# ---- design 1 ----
==> design_1/cell_classes.png <==
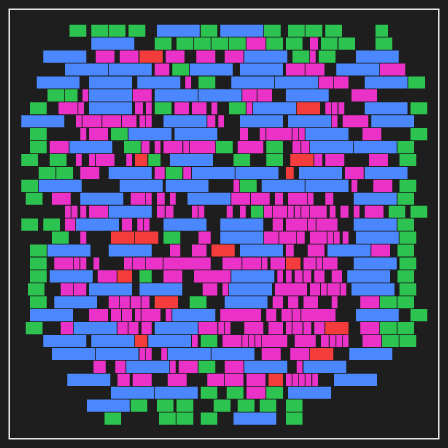

===== src/rtl/jtpopeye_loader_pkg.sv =====
// ============================================================================
// Module     : jtpopeye_loader_pkg
// Description: Shared types and colour PROM region map for the PROM loader.
// Revision   : 1.0 - initial release
// ============================================================================
`default_nettype none

package jtpopeye_loader_pkg;

    typedef enum logic [1:0] {
        ST_IDLE  = 2'd0,
        ST_LOAD  = 2'd1,
        ST_FLUSH = 2'd2,
        ST_DONE  = 2'd3
    } loader_state_t;

    // Offsets are relative to the first byte of the colour PROM region
    localparam logic [21:0] OFF_4A  = 22'h000;
    localparam logic [21:0] OFF_3A  = 22'h020;
    localparam logic [21:0] OFF_5B  = 22'h040;
    localparam logic [21:0] OFF_5A  = 22'h140;
    localparam logic [21:0] OFF_END = 22'h240;

endpackage

`default_nettype wire


===== src/rtl/jtpopeye_loader_sdpack.sv =====
// ============================================================================
// Module     : jtpopeye_loader_sdpack
// Description: Pairs download bytes into 16-bit SDRAM words; req/ack handshake
//              with sticky overflow when a word lands on a pending request.
// Revision   : 1.0 - initial release
// ============================================================================
`default_nettype none

module jtpopeye_loader_sdpack #(
    parameter int SDRAM_AW = 21
) (
    input  logic                clk,
    input  logic                rst_n,
    input  logic                i_wr,
    input  logic [21:0]         i_addr,
    input  logic [7:0]          i_data,
    input  logic                i_flush,
    input  logic                i_clear,
    input  logic                i_ack,
    output logic [SDRAM_AW-1:0] o_addr,
    output logic [15:0]         o_data,
    output logic                o_req,
    output logic                o_overflow,
    output logic                o_busy
);

    logic [7:0]          r_even_data;
    logic [SDRAM_AW-1:0] r_even_addr;
    logic                r_even_valid;
    logic [SDRAM_AW-1:0] r_addr;
    logic [15:0]         r_data;
    logic                r_req;
    logic                r_overflow;

    logic                w_slot_free;
    logic                w_word;
    logic                w_even;
    logic                w_flush_go;
    logic [SDRAM_AW-1:0] w_waddr;

    always_comb begin
        w_slot_free = !r_req || i_ack;
        w_word      = i_wr && i_addr[0];
        w_even      = i_wr && !i_addr[0];
        w_flush_go  = i_flush && r_even_valid && w_slot_free;
        w_waddr     = SDRAM_AW'(i_addr >> 1);
    end

    always_ff @(posedge clk or negedge rst_n) begin
        if (!rst_n) begin
            r_even_data  <= 8'h00;
            r_even_addr  <= '0;
            r_even_valid <= 1'b0;
            r_addr       <= '0;
            r_data       <= 16'h0000;
            r_req        <= 1'b0;
            r_overflow   <= 1'b0;
        end else begin
            if (i_ack && r_req)
                r_req <= 1'b0;

            if (w_word) begin
                r_even_valid <= 1'b0;
                if (w_slot_free) begin
                    r_addr <= w_waddr;
                    r_data <= {i_data, r_even_data};
                    r_req  <= 1'b1;
                end else begin
                    r_overflow <= 1'b1;
                end
            end else if (w_flush_go) begin
                // Trailing even byte: its odd partner never arrived
                r_addr       <= r_even_addr;
                r_data       <= {8'h00, r_even_data};
                r_req        <= 1'b1;
                r_even_valid <= 1'b0;
            end

            if (w_even) begin
                r_even_data  <= i_data;
                r_even_addr  <= w_waddr;
                r_even_valid <= 1'b1;
            end

            if (i_clear) begin
                r_overflow   <= 1'b0;
                r_even_valid <= 1'b0;
                r_even_data  <= 8'h00;
            end
        end
    end

    assign o_addr     = r_addr;
    assign o_data     = r_data;
    assign o_req      = r_req;
    assign o_overflow = r_overflow;
    assign o_busy     = r_req || r_even_valid;

endmodule

`default_nettype wire


===== src/rtl/jtpopeye_prom_loader.sv =====
// ============================================================================
// Module     : jtpopeye_prom_loader
// Description: Decodes the ROM download stream into colour PROM writes and
//              packed SDRAM words. Optional JTPOPEYE_LOADER_CHKSUM_EN adds a
//              16-bit byte checksum output.
// Revision   : 1.0 - initial release
// ============================================================================
`default_nettype none

module jtpopeye_prom_loader
    import jtpopeye_loader_pkg::*;
#(
    parameter logic [21:0] PROM_START = 22'h1_8000,
    parameter int          SDRAM_AW   = 21
) (
    input  logic                rst_n,
    input  logic                clk,
    input  logic                downloading,
    input  logic [21:0]         ioctl_addr,
    input  logic [7:0]          ioctl_data,
    input  logic                ioctl_wr,
    output logic [7:0]          prog_addr,
    output logic [7:0]          prom_din,
    output logic                prom_4a_we,
    output logic                prom_3a_we,
    output logic                prom_5b_we,
    output logic                prom_5a_we,
    output logic [SDRAM_AW-1:0] sdram_addr,
    output logic [15:0]         sdram_data,
    output logic                sdram_req,
    input  logic                sdram_ack,
    output logic                loaded,
`ifdef JTPOPEYE_LOADER_CHKSUM_EN
    output logic [15:0]         chksum,
`endif
    output logic                overflow
);

    loader_state_t r_state;
    loader_state_t w_next;
    logic          r_dl_prev;
    logic          r_loaded;
    logic [7:0]    r_prog_addr;
    logic [7:0]    r_prom_din;
    logic [3:0]    r_we;

    logic          w_dl_rise;
    logic          w_acc;
    logic          w_is_prom;
    logic [21:0]   w_off;
    logic [3:0]    w_sel;
    logic [7:0]    w_rel;
    logic          w_sd_busy;

    assign w_dl_rise = downloading && !r_dl_prev;

    always_ff @(posedge clk or negedge rst_n) begin
        if (!rst_n) begin
            r_state   <= ST_IDLE;
            r_dl_prev <= 1'b0;
            r_loaded  <= 1'b0;
        end else begin
            r_state   <= w_next;
            r_dl_prev <= downloading;
            r_loaded  <= (r_state == ST_DONE) && !w_dl_rise;
        end
    end

    always_comb begin
        w_next = r_state;
        case (r_state)
            ST_IDLE:  w_next = ST_IDLE;
            ST_LOAD:  if (!downloading) w_next = ST_FLUSH;
            ST_FLUSH: if (!w_sd_busy)   w_next = ST_DONE;
            ST_DONE:  w_next = ST_DONE;
            default:  w_next = ST_IDLE;
        endcase
        if (w_dl_rise)
            w_next = ST_LOAD;
    end

    // Region decode; w_sel is {4a, 3a, 5b, 5a}
    always_comb begin
        w_acc     = ioctl_wr && (r_state == ST_LOAD);
        w_is_prom = ioctl_addr >= PROM_START;
        w_off     = ioctl_addr - PROM_START;
        w_sel     = 4'b0000;
        w_rel     = 8'h00;
        if (w_off < OFF_3A) begin
            w_sel = 4'b1000;
            w_rel = 8'(w_off - OFF_4A);
        end else if (w_off < OFF_5B) begin
            w_sel = 4'b0100;
            w_rel = 8'(w_off - OFF_3A);
        end else if (w_off < OFF_5A) begin
            w_sel = 4'b0010;
            w_rel = 8'(w_off - OFF_5B);
        end else if (w_off < OFF_END) begin
            w_sel = 4'b0001;
            w_rel = 8'(w_off - OFF_5A);
        end
    end

    always_ff @(posedge clk or negedge rst_n) begin
        if (!rst_n) begin
            r_prog_addr <= 8'h00;
            r_prom_din  <= 8'h00;
            r_we        <= 4'b0000;
        end else begin
            r_we <= 4'b0000;
            if (w_acc && w_is_prom && (w_sel != 4'b0000)) begin
                r_we        <= w_sel;
                r_prog_addr <= w_rel;
                r_prom_din  <= ioctl_data;
            end
        end
    end

    jtpopeye_loader_sdpack #(
        .SDRAM_AW (SDRAM_AW)
    ) u_sdpack (
        .clk        (clk),
        .rst_n      (rst_n),
        .i_wr       (w_acc && !w_is_prom),
        .i_addr     (ioctl_addr),
        .i_data     (ioctl_data),
        .i_flush    (r_state == ST_FLUSH),
        .i_clear    (w_dl_rise),
        .i_ack      (sdram_ack),
        .o_addr     (sdram_addr),
        .o_data     (sdram_data),
        .o_req      (sdram_req),
        .o_overflow (overflow),
        .o_busy     (w_sd_busy)
    );

`ifdef JTPOPEYE_LOADER_CHKSUM_EN
    logic [15:0] r_chksum;

    always_ff @(posedge clk or negedge rst_n) begin
        if (!rst_n)
            r_chksum <= 16'h0000;
        else if (w_dl_rise)
            r_chksum <= 16'h0000;
        else if (w_acc)
            r_chksum <= r_chksum + {8'h00, ioctl_data};
    end

    assign chksum = r_chksum;
`endif

    assign prog_addr  = r_prog_addr;
    assign prom_din   = r_prom_din;
    assign prom_4a_we = r_we[3];
    assign prom_3a_we = r_we[2];
    assign prom_5b_we = r_we[1];
    assign prom_5a_we = r_we[0];
    assign loaded     = r_loaded;

endmodule

`default_nettype wire


===== config.mk =====
export PLATFORM = sky130hd
export DESIGN_NAME = jtpopeye_prom_loader
export DESIGN_NICKNAME = d
export VERILOG_FILES = /design/src/rtl/jtpopeye_loader_pkg.sv /design/src/rtl/jtpopeye_loader_sdpack.sv /design/src/rtl/jtpopeye_prom_loader.sv
export SDC_FILE = /design/constraint.sdc
export NUM_CORES = 1
export LEC_CHECK = 0
export CORE_MARGIN = 2
export CORE_UTILIZATION = 55
export CTS_BUF_LIST = sky130_fd_sc_hd__clkbuf_4 sky130_fd_sc_hd__clkbuf_8
export CTS_CLUSTER_DIAMETER = 120
export DETAILED_ROUTE_END_ITERATION = 8
export PLACE_DENSITY = 0.87
export REMOVE_ABC_BUFFERS = 1
export SKIP_CTS_REPAIR_TIMING = 1
export SYNTH_ARGS = -nofsm -noshare
export SYNTH_HDL_FRONTEND = slang
export SYNTH_SLANG_ARGS = --single-unit

===== constraint.sdc =====
create_clock -name clk -period 5.4 [get_ports clk]
set_input_delay 0.81 -clock clk [delete_from_list [all_inputs] [get_ports clk]]
set_output_delay 0.81 -clock clk [all_outputs]
set_load 0.05 [all_outputs]

# ---- design 2 ----
[config.mk]
export PLATFORM = sky130hd
export DESIGN_NAME = fall_step_timer
export DESIGN_NICKNAME = d
export VERILOG_FILES = /design/src/rtl/fall_step_timer.sv
export SDC_FILE = /design/constraint.sdc
export NUM_CORES = 1
export LEC_CHECK = 0
export CAP_MARGIN = 20
export CORE_MARGIN = 2
export CORE_UTILIZATION = 30
export CTS_CLUSTER_DIAMETER = 50
export DETAILED_ROUTE_END_ITERATION = 8
export GPL_TIMING_DRIVEN = 0
export PLACE_DENSITY = 0.55
export SYNTH_ARGS = -nofsm -noshare
export SYNTH_HDL_FRONTEND = slang
export SYNTH_SLANG_ARGS = --single-unit
[constraint.sdc]
create_clock -name clk -period 8.88 [get_ports clk]
set_input_delay 1.776 -clock clk [delete_from_list [all_inputs] [get_ports clk]]
set_output_delay 1.776 -clock clk [all_outputs]
set_load 0.005 [all_outputs]
[src/rtl/fall_step_timer.sv]
// Step-tick generator for the note-fall logic: counts period_act cycles per step, tracks the falling row.
// Define FALL_STEP_TOTAL_EN to add the saturating step_total tick counter output.
module fall_step_timer #(
    parameter int CNT_W      = 32,
    parameter int ROWS       = 16,
    parameter int ROW_W      = 4,
    parameter int MIN_PERIOD = 1000
) (
    input  logic             clk,
    input  logic             rst,
    input  logic [CNT_W-1:0] period_in,
    input  logic             start,
    input  logic             stop,
    input  logic             pause,
    output logic             tick,
    output logic [ROW_W-1:0] row,
    output logic             frame_done,
    output logic [CNT_W-1:0] period_act,
    output logic             busy,
`ifdef FALL_STEP_TOTAL_EN
    output logic [15:0]      step_total,
`endif
    output logic [1:0]       state_dbg
);

    typedef enum logic [1:0] {
        IDLE = 2'd0,
        RUN  = 2'd1,
        HOLD = 2'd2
    } state_t;

    localparam logic [CNT_W-1:0] MIN_P    = CNT_W'(MIN_PERIOD);
    localparam logic [CNT_W-1:0] CNT_ONE  = CNT_W'(1);
    localparam logic [ROW_W-1:0] ROW_LAST = ROW_W'(ROWS - 1);
    localparam logic [ROW_W-1:0] ROW_ONE  = ROW_W'(1);

    state_t           state;
    state_t           state_next;
    logic [CNT_W-1:0] cnt;
    logic [CNT_W-1:0] cnt_next;
    logic [CNT_W-1:0] eff;
    logic             active;
    logic             at_term;

    assign eff       = (period_in < MIN_P) ? MIN_P : period_in;
    assign state_dbg = state;

    // HOLD with pause released counts on that very edge, so only edges that
    // sample pause=1 are lost and a pause of N cycles delays the tick by N.
    always_comb begin
        active     = 1'b0;
        at_term    = 1'b0;
        cnt_next   = cnt;
        state_next = state;
        case (state)
            IDLE: begin
                cnt_next = '0;
                if (start && !stop) state_next = RUN;
            end
            RUN, HOLD: begin
                active  = (state == RUN) || !pause;
                at_term = active && (cnt == period_act - CNT_ONE);
                if (at_term)
                    cnt_next = '0;
                else if (active && !pause)
                    cnt_next = cnt + CNT_ONE;
                if (stop) begin
                    state_next = IDLE;
                    cnt_next   = '0;
                end else if (pause) begin
                    state_next = HOLD;
                end else begin
                    state_next = RUN;
                end
            end
            default: begin
                state_next = IDLE;
                cnt_next   = '0;
            end
        endcase
    end

    always_ff @(posedge clk) begin
        if (rst) begin
            state      <= IDLE;
            cnt        <= '0;
            tick       <= 1'b0;
            row        <= '0;
            frame_done <= 1'b0;
            period_act <= MIN_P;
            busy       <= 1'b0;
        end else begin
            state      <= state_next;
            cnt        <= cnt_next;
            busy       <= (state_next != IDLE);
            tick       <= 1'b0;
            frame_done <= 1'b0;
            if (state == IDLE) begin
                row <= '0;
                if (start && !stop) period_act <= eff;
            end else if (stop) begin
                row <= '0;
            end else if (at_term) begin
                tick       <= 1'b1;
                frame_done <= (row == ROW_LAST);
                row        <= (row == ROW_LAST) ? '0 : row + ROW_ONE;
                period_act <= eff;
            end
        end
    end

`ifdef FALL_STEP_TOTAL_EN
    // Spans runs: only rst clears it.
    always_ff @(posedge clk) begin
        if (rst)
            step_total <= 16'h0000;
        else if (at_term && !stop && (step_total != 16'hFFFF))
            step_total <= step_total + 16'h0001;
    end
`endif

endmodule

==> design_1/metal_stack.png <==
Scale bar: 20 um.
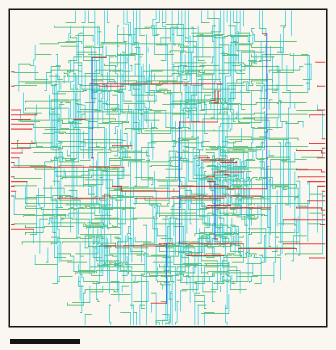
legend:
  cyan:
    layer: met2
    wire_length: 4810 um
  blue:
    layer: met4
    wire_length: 141 um
  red:
    layer: met3
    wire_length: 504 um
  green:
    layer: met1
    wire_length: 3900 um
via count: 2981
gr usage total: 24.37%
WL final: 9355 um

Notes on design_1/cell_classes.png above:
legend:
  green:
    class: other buffers and delay cells
    cells: 98
    share_of_their_area: 19%
  blue:
    class: flip-flops
    cells: 93
    share_of_their_area: 45%
  magenta:
    class: all other logic
    cells: 227
    share_of_their_area: 33%
  red:
    class: clock drivers and dummy loads
    cells: 15
    share_of_their_area: 3.3%
core box area: 0.007214 mm^2
FP Rows: 31
fraction of area in registers: 44.16%

==> reports/results.ini, design 1 <==
[final_layout]
nets = 467
drive_gt1_share_pct = 15.01
finalNonFillerCells = 532
final_util_pct = 73.05

[placed_design]
dp_slack_ps = 1947
port-buffer-count = 94
placed_area_mm2 = 0.005100

[setup_path]
worstRegToRegCells = 5
critPathMaxStageDelay_ps = 820
worst-setup-path-type = in2reg
crit_start = ioctl_addr[16]
reg2reg_to = u_sdpack.o_addr[15]$_DFFE_PN0P_
cp.required_ps = 5650

[status]
status = complete, no violations

[detailed_routing]
m1WireLength_um = 3899
postRouteAntennaNets = 0
drc = 0
dr_wl_met3_um = 503
wl_met2_um = 4811
drtIter0Drc = 159
via_per_inst = 5.603

[global_routing]
use_met2_pct = 40.91
met1_usage_pct = 31.09
grt.met3_usage_pct = 4.610
grt_overflow = 0

[clock_network]
clock.latency.late_pin_ps = 360
cts_num_sinks = 93
path_clk_slew_ps = 90
cts.path.max_buffers = 2

[die]
fp_util_pct = 56.43
io_pins = 95
die_y_um = 90.04

[yosys]
synthAoiAreaFrac_pct = 7.376
synth_seq_share_pct = 57.16
ys_chip_area_mm2 = 0.004071
synth_cell_types = 47
top_area_cell = dfrtp_1
fa_ha_area_share_pct = 0.9219
mux_area_share_pct = 15.77
ys_cells = 335
synth-simple-area-share_pct = 15.33

[timing]
fin_worst_skew_ps = 6.208
setup_viol = 0
finalHoldViolCount = 0
period_used_pct = 58.49
finalCriticalPeriod_ps = 3158

[power]
vdd_ir_drop_max_v = 0.0001578
power_clock_mw = 0.409
seq_power_share_pct = 56.9
swShare_pct = 25.95
leakagePower_nw = 2.586
p_switching_mw = 0.3298

[run]
warnings = 25

design 1: Yosys cell counts, types with 2 or more instances:
cell / instances
mux2_1: 19
clkbuf_1: 7
nand2_1: 62
nor2b_1: 2
a22o_1: 8
a21oi_1: 14
nand3_1: 6
buf_2: 4
inv_1: 6
and3_1: 7
and2_1: 5
nand4b_1: 2
nor2_1: 11
nor4_1: 4
nand3b_1: 2
o21ai_0: 6
nand2b_1: 2
nor4b_2: 2
dfrtp_1: 93
mux2_4: 6
a21o_1: 5
nand4_1: 2
mux2_2: 30
ha_1: 3
xor2_1: 2
buf_6: 4
design 1: worst reg2reg max path, cell delays in order, from the launching register on:
cell and delay, ps:
dfrtp_1 390, nand2b_1 190, and4b_1 330, a41oi_4 730, buf_4 390, mux2_2 380
design 1: cell type report:
type | instances | area, um^2 | share of cell area, %
sequential | 93 | 2327 | 44.16
multi-input combinational | 221 | 1658 | 31.46
timing repair buffer | 98 | 968.4 | 18.38
clock buffer | 10 | 131.4 | 2.493
tap | 99 | 123.9 | 2.350
clock inverter | 5 | 38.79 | 0.7360
inverter | 6 | 22.52 | 0.4274
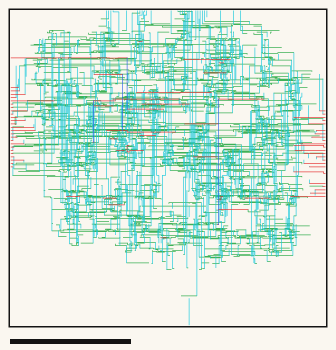
(design_2/metal_stack.png)
Scale bar: 50 um.
legend:
  cyan:
    layer: met2
    wire_length: 6730 um
  red:
    layer: met3
    wire_length: 578 um
  blue:
    layer: met4
    wire_length: 113 um
  green:
    layer: met1
    wire_length: 7210 um
WL/cell: 16.57 um
WL final: 14630 um

==> reports/results.ini, design 2 <==
[timing]
finalCriticalPeriod_ps = 4683
slew_viol_final = 0

[final_layout]
drive_gt1_share_pct = 5.706
area_dominant_class = combinational gates
n_fill_cell = 1628
inverters = 21
reg_top3 = cnt (32), period_act (32), row (4)
clock_cell_area_share_pct = 4.242
n_all_buffers = 108
bufAreaShareNonClock_pct = 15.34
seq_cell_count = 73
comb_cells = 452

[yosys]
async_reset_ff_share_pct = 0
synthTopCellsByCount = dfxtp_1 (73), nor3_1 (55), nand2b_1 (52), nor2_1 (46), xnor2_1 (34)
ys_warn_count = 0
synth_top_area_share_pct = 30.54
synth.area.top_cells = dfxtp_1 (31%), nand2b_1 (6.8%), xnor2_1 (6.2%)
ys_chip_area_mm2 = 0.004785

[status]
status = complete, no violations

[global_routing]
grt-busiest-layer = met2
grt_overflow = 0
met1_usage_pct = 24.27

[power]
p_clk_share_pct = 39.8
power_mw = 0.8310
vdd_ir_drop_max_v = 0.00008571
pwr-share-comb_pct = 17.6

[die]
rows = 46

[placed_design]
dpl.hpwl_um = 11500

[setup_path]
regToRegSetupSlack_ps = 4570
path_delay_family = simple AND/OR/NAND/NOR gates
critPathSlowestCell = a2111oi_0
cp.depth = 11
crit_buf_inv = 3
crit_start = pause
startpoint_type = primary input

[detailed_routing]
drtIter0Drc = 199
dr_wl_met3_um = 577

[clock_network]
path_clk_slew_ps = 50
clock.latency.late_pin_ps = 340
htreeDepth = 3
cts.path.max_buffers = 2
cts_tree = yes

[min_path]
min_to = frame_done$_SDFF_PP0_

## design 2: logic make-up (layout without fill, tap and decap cells)
logic type / count (synthesis) / after routing / share of synthesized area [%]
AND-OR/OR-AND: 63 / 63 / 10.36
AND/OR/NAND/NOR: 290 / 290 / 34.54
adder cells (fa/ha/maj): 6 / 6 / 1.569
flip-flops: 73 / 73 / 30.54
multiplexers: 27 / 27 / 5.675
other: 0 / 1 / 0
buffers and inverters: 53 / 141 / 5.230
XOR/XNOR: 66 / 66 / 12.08
## design 2: through the flow
stage | instance area, um^2 | setup WS (ps) | cells | hold WS (ps)
after global routing | 6073 | 3925 | 882 | 549.1
after floorplan | 4785 | 4754 | 578 | 480.4
after CTS | 6073 | 4226 | 882 | 503.0
after detailed placement | 5816 | 3865 | 870 | 490.5
final | 6076 | 4197 | 883 | 504.8
after global placement | 5816 | 3879 | 870 | 497.8
## design 2: power by group through the flow
stage               Clock (mW)  Sequential (mW)  Combinational [mW]
global route             0.351            0.356               0.160
global placement             0            0.361               0.143
finish                   0.331            0.354               0.146
detailed placement           0            0.361               0.145
CTS                      0.338            0.354               0.146
floorplan                    0            0.356              0.0850

==> layout pictures side by side <==
Clock distribution.
Plate I
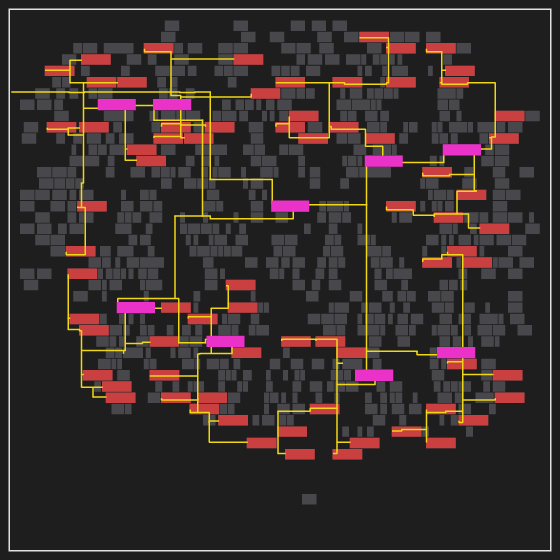
Plate II
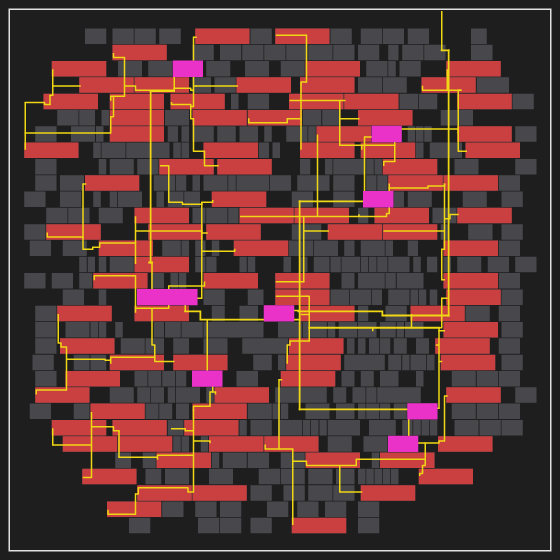
The one with the most sequential cells is Plate II.
- Plate I = design 2
- Plate II = design 1

Key to Plate I:
legend:
  yellow:
    item: clock wires
    length: 1110 um
  magenta:
    item: cells driving clock nets
    count: 9
  red:
    item: flip-flops
    count: 73
flops lie: widely spread


# ---- design 3 ----
===== config.mk =====
export PLATFORM = sky130hd
export DESIGN_NAME = shift_frame_controller_flat
export DESIGN_NICKNAME = d
export VERILOG_FILES = /design/src/rtl/shift_frame_controller_if.sv /design/src/rtl/shift_frame_controller.sv /design/src/flat_wrapper.sv
export SDC_FILE = /design/constraint.sdc
export NUM_CORES = 1
export LEC_CHECK = 0
export CAP_MARGIN = 0
export CORE_MARGIN = 8
export CORE_UTILIZATION = 47
export DETAILED_ROUTE_END_ITERATION = 16
export PLACE_DENSITY = 0.82
export SLEW_MARGIN = 20
export SYNTH_ARGS = -nofsm -noshare
export SYNTH_HDL_FRONTEND = slang
export SYNTH_SLANG_ARGS = --single-unit

===== constraint.sdc =====
create_clock -name clk -period 1.7 [get_ports clk]
set_input_delay 0.34 -clock clk [delete_from_list [all_inputs] [get_ports clk]]
set_output_delay 0.34 -clock clk [all_outputs]
set_load 0.005 [all_outputs]

===== src/rtl/shift_frame_controller_if.sv =====
`default_nettype none
// ============================================================================
// Module   : shift_frame_controller_if
// Brief    : Parallel handshake, serial pins and status for the frame controller.
// Revision : 1.0
// ============================================================================
interface shift_frame_controller_if #(
    parameter int WIDTH = 8
);
    logic [WIDTH-1:0] tx_data;
    logic             tx_valid;
    logic             tx_ready;
    logic             si;
    logic             so;
    logic             frame;
    logic             bit_stb;
    logic [WIDTH-1:0] rx_data;
    logic             rx_valid;
    logic             busy;

    modport master (
        output tx_data, tx_valid, si,
        input  tx_ready, so, frame, bit_stb, rx_data, rx_valid, busy
    );

    modport slave (
        input  tx_data, tx_valid, si,
        output tx_ready, so, frame, bit_stb, rx_data, rx_valid, busy
    );
endinterface
`default_nettype wire


===== src/rtl/shift_frame_controller.sv =====
`default_nettype none
// ============================================================================
// Module   : shift_frame_controller
// Brief    : Full-duplex WIDTH-bit serial frame sequencer, MSB first, DIV clk per bit.
// Revision : 1.0
// ============================================================================
module shift_frame_controller #(
    parameter int WIDTH = 8,
    parameter int DIV   = 4
) (
    input  wire logic               clk,
    input  wire logic               rst,
    shift_frame_controller_if.slave bus
);
    localparam int c_div_w = (DIV > 1) ? $clog2(DIV) : 1;
    localparam int c_bit_w = $clog2(WIDTH);
    localparam logic [c_div_w-1:0] c_div_last = c_div_w'(DIV - 1);
    localparam logic [c_bit_w-1:0] c_bit_last = c_bit_w'(WIDTH - 1);

    typedef enum logic [1:0] {
        ST_IDLE  = 2'd0,
        ST_SHIFT = 2'd1,
        ST_DONE  = 2'd2
    } state_t;

    state_t             r_state;
    state_t             w_next_state;
    logic [WIDTH-1:0]   r_sreg;
    logic [WIDTH-1:0]   r_rx_data;
    logic [WIDTH-1:0]   w_shift_next;
    logic [c_div_w-1:0] r_div_cnt;
    logic [c_bit_w-1:0] r_bit_cnt;
    logic               r_rx_valid;
    logic               w_accept;
    logic               w_bit_stb;
    logic               w_last_bit;

    assign w_shift_next = {r_sreg[WIDTH-2:0], bus.si};

    always_ff @(posedge clk or negedge rst) begin
        if (!rst) begin
            r_state <= ST_IDLE;
        end else begin
            r_state <= w_next_state;
        end
    end

    always_comb begin
        w_next_state = r_state;
        w_accept     = 1'b0;
        w_bit_stb    = 1'b0;
        w_last_bit   = 1'b0;
        case (r_state)
            ST_IDLE: begin
                w_accept = bus.tx_valid;
                if (bus.tx_valid) begin
                    w_next_state = ST_SHIFT;
                end
            end
            ST_SHIFT: begin
                // si is sampled on the last cycle of each bit period
                w_bit_stb  = (r_div_cnt == c_div_last);
                w_last_bit = w_bit_stb && (r_bit_cnt == c_bit_last);
                if (w_last_bit) begin
                    w_next_state = ST_DONE;
                end
            end
            ST_DONE: begin
                w_next_state = ST_IDLE;
            end
            default: begin
                w_next_state = ST_IDLE;
            end
        endcase
    end

    always_ff @(posedge clk or negedge rst) begin
        if (!rst) begin
            r_sreg     <= '0;
            r_div_cnt  <= '0;
            r_bit_cnt  <= '0;
            r_rx_data  <= '0;
            r_rx_valid <= 1'b0;
        end else begin
            r_rx_valid <= 1'b0;
            if (w_accept) begin
                r_sreg    <= bus.tx_data;
                r_div_cnt <= '0;
                r_bit_cnt <= '0;
            end else if (r_state == ST_SHIFT) begin
                if (w_bit_stb) begin
                    r_sreg    <= w_shift_next;
                    r_div_cnt <= '0;
                    r_bit_cnt <= w_last_bit ? '0 : r_bit_cnt + 1'b1;
                    if (w_last_bit) begin
                        r_rx_data  <= w_shift_next;
                        r_rx_valid <= 1'b1;
                    end
                end else begin
                    r_div_cnt <= r_div_cnt + 1'b1;
                end
            end
        end
    end

    assign bus.tx_ready = (r_state == ST_IDLE);
    assign bus.busy     = (r_state != ST_IDLE);
    assign bus.frame    = (r_state == ST_SHIFT);
    assign bus.bit_stb  = w_bit_stb;
    assign bus.so       = (r_state == ST_SHIFT) && r_sreg[WIDTH-1];
    assign bus.rx_data  = r_rx_data;
    assign bus.rx_valid = r_rx_valid;
endmodule
`default_nettype wire

===== src/flat_wrapper.sv =====
// flat-port wrapper written by rule: the top's interface ports become plain ports
module shift_frame_controller_flat 
#(
    parameter int WIDTH = 8,
    parameter int DIV   = 4
)
  (clk, rst, bus_tx_data, bus_tx_valid, bus_si, bus_tx_ready, bus_so, bus_frame, bus_bit_stb, bus_rx_data, bus_rx_valid, bus_busy);
  shift_frame_controller_if #(.WIDTH(WIDTH)) bus_i ();
  input  wire logic clk;
  input  wire logic rst;
  input wire logic [$bits(bus_i.tx_data)-1:0] bus_tx_data;
  input wire logic [$bits(bus_i.tx_valid)-1:0] bus_tx_valid;
  input wire logic [$bits(bus_i.si)-1:0] bus_si;
  output wire logic [$bits(bus_i.tx_ready)-1:0] bus_tx_ready;
  output wire logic [$bits(bus_i.so)-1:0] bus_so;
  output wire logic [$bits(bus_i.frame)-1:0] bus_frame;
  output wire logic [$bits(bus_i.bit_stb)-1:0] bus_bit_stb;
  output wire logic [$bits(bus_i.rx_data)-1:0] bus_rx_data;
  output wire logic [$bits(bus_i.rx_valid)-1:0] bus_rx_valid;
  output wire logic [$bits(bus_i.busy)-1:0] bus_busy;
  assign bus_i.tx_data = bus_tx_data;
  assign bus_i.tx_valid = bus_tx_valid;
  assign bus_i.si = bus_si;
  assign bus_tx_ready = bus_i.tx_ready;
  assign bus_so = bus_i.so;
  assign bus_frame = bus_i.frame;
  assign bus_bit_stb = bus_i.bit_stb;
  assign bus_rx_data = bus_i.rx_data;
  assign bus_rx_valid = bus_i.rx_valid;
  assign bus_busy = bus_i.busy;
  shift_frame_controller #(.WIDTH(WIDTH), .DIV(DIV)) u_core (.clk(clk), .rst(rst), .bus(bus_i));
endmodule

==> reports/results.ini <==
[status]
status = complete, no violations

[power]
vdd_ir_drop_max_v = 0.001024
pwr-share-comb_pct = 42.6

[final_layout]
clock_cell_area_share_pct = 2.506
clock_buffers = 4
area_delta_synth_final_pct = 38.23

[clock_network]
cts_tree = yes
numCtsBuffers = 3
htreeDepth = 1

[min_path]
hold_path.class = in2async

[yosys]
synth.area.top_cells = dfrtp_1 (57%), mux2_2 (8.6%), a22o_1 (4.2%)
top_cell = dfrtp_1
avgSynthCellArea_um2 = 11.77

[run]
maxCapViolCount = 0

[setup_path]
worst-setup-path-type = reg2out
critPathSlowestCell = dfrtp_1

[detailed_routing]
drc = 0

[die]
die_width_um = 63.21

## cells by family after synthesis
family                     count (synthesis)  synth area share (%)
adders and majority gates                  3                 3.585
buffers and inverters                      8                 3.702
AOI/OAI and AO/OA                         18                 11.71
and+or+nand+nor                           27                 14.10
DFF                                       24                 57.35
muxes                                      9                 9.558
## layer usage
layer  up-vias  GRT usage [%]  routed length (um)
met3         4          3.710                  98
li1        382              -                   -
met2        18          19.46                1147
met5         -              0                   0
met4         0          3.343                  21
met1       381          12.86                1015
## per-stage QoR
stage	util [%]	instance area [um^2]	setup TNS, ps	instances	hold slack (ps)
4_1_cts	65.17	1414	0	151	370.9
3_5_place_dp	62.75	1361	-2.618	145	481.1
6_report	66.72	1448	0	154	370.0
5_1_grt	66.72	1448	-43.16	154	384.8
3_3_place_gp	62.75	1361	0	145	475.0
2_1_floorplan	-	1047	0	89	44.41
## worst register-to-register path, delay by kind of cell (launching register included)
| family | cells | cell delay [ps] |
|---|---|---|
| flops | 1 | 440 |
| simple gates | 2 | 600 |
| buf+inv | 2 | 270 |
| compound gates | 1 | 170 |
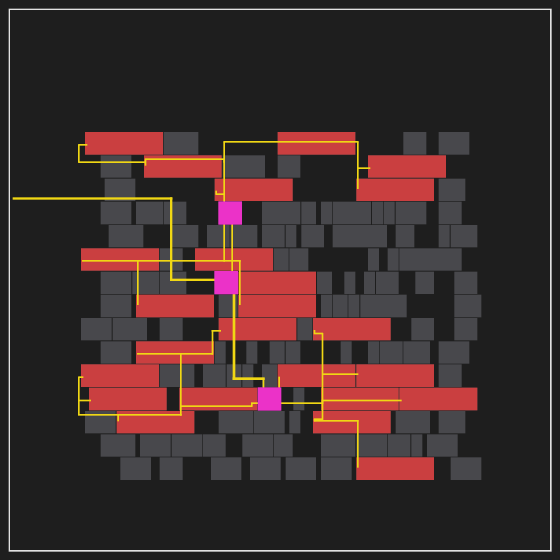
(design_3/clock_map.png)
legend:
  yellow:
    item: clock wires
    length: 242 um
  magenta:
    item: cells driving clock nets
    count: 3
  red:
    item: flip-flops
    count: 24
routed clock nets: 4

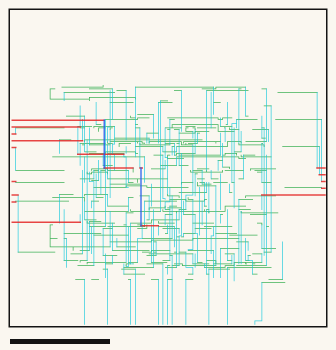
(design_3/metal_stack.png)
Scale bar: 20 um.
legend:
  green:
    layer: met1
    wire_length: 1020 um
  red:
    layer: met3
    wire_length: 98.9 um
  cyan:
    layer: met2
    wire_length: 1150 um
  blue:
    layer: met4
    wire_length: 21.1 um
via count: 785
gr usage total: 11.25%



==> gallery <==
Power grid.
(a)
Scale bar: 50 um. Pins as bars on the die edge.
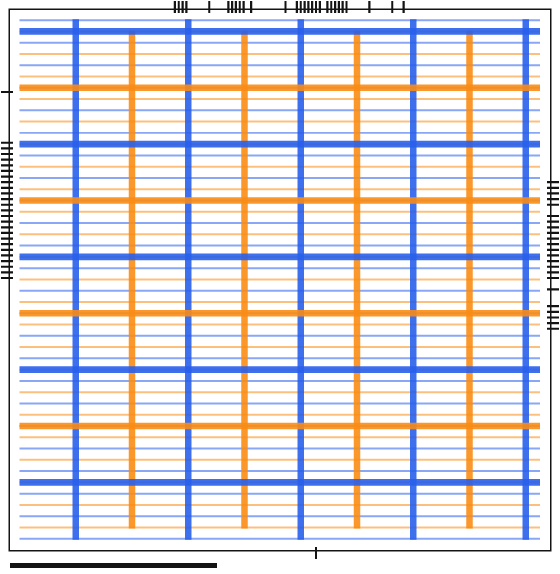
(b)
Scale bar: 20 um. Pins as bars on the die edge.
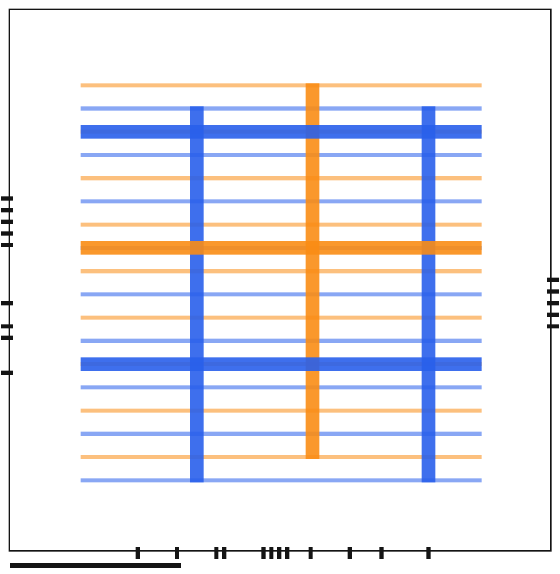
(c)
Scale bar: 20 um. Pins as bars on the die edge.
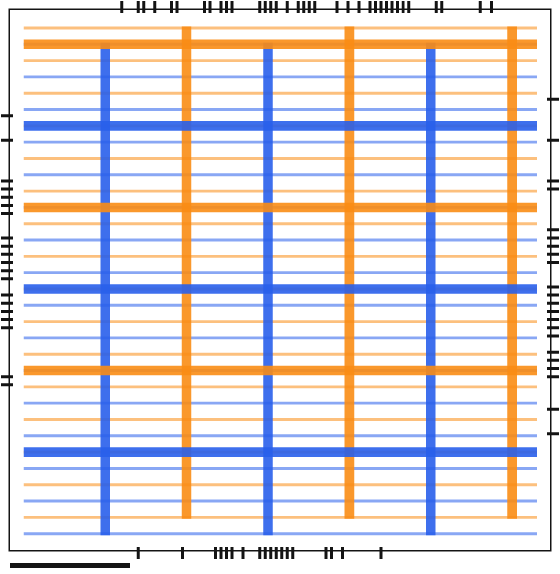
(b): design 3
(c): design 1
(a): design 2
Of these, smallest die: (b)

Key to (b):
legend:
  blue:
    net: VSS
  orange:
    net: VDD
met5 straps: 3
signal pins: 26
met4 straps: 3
rows: 17

Power figures rest on the tool's default switching activity, not on a simulated workload.
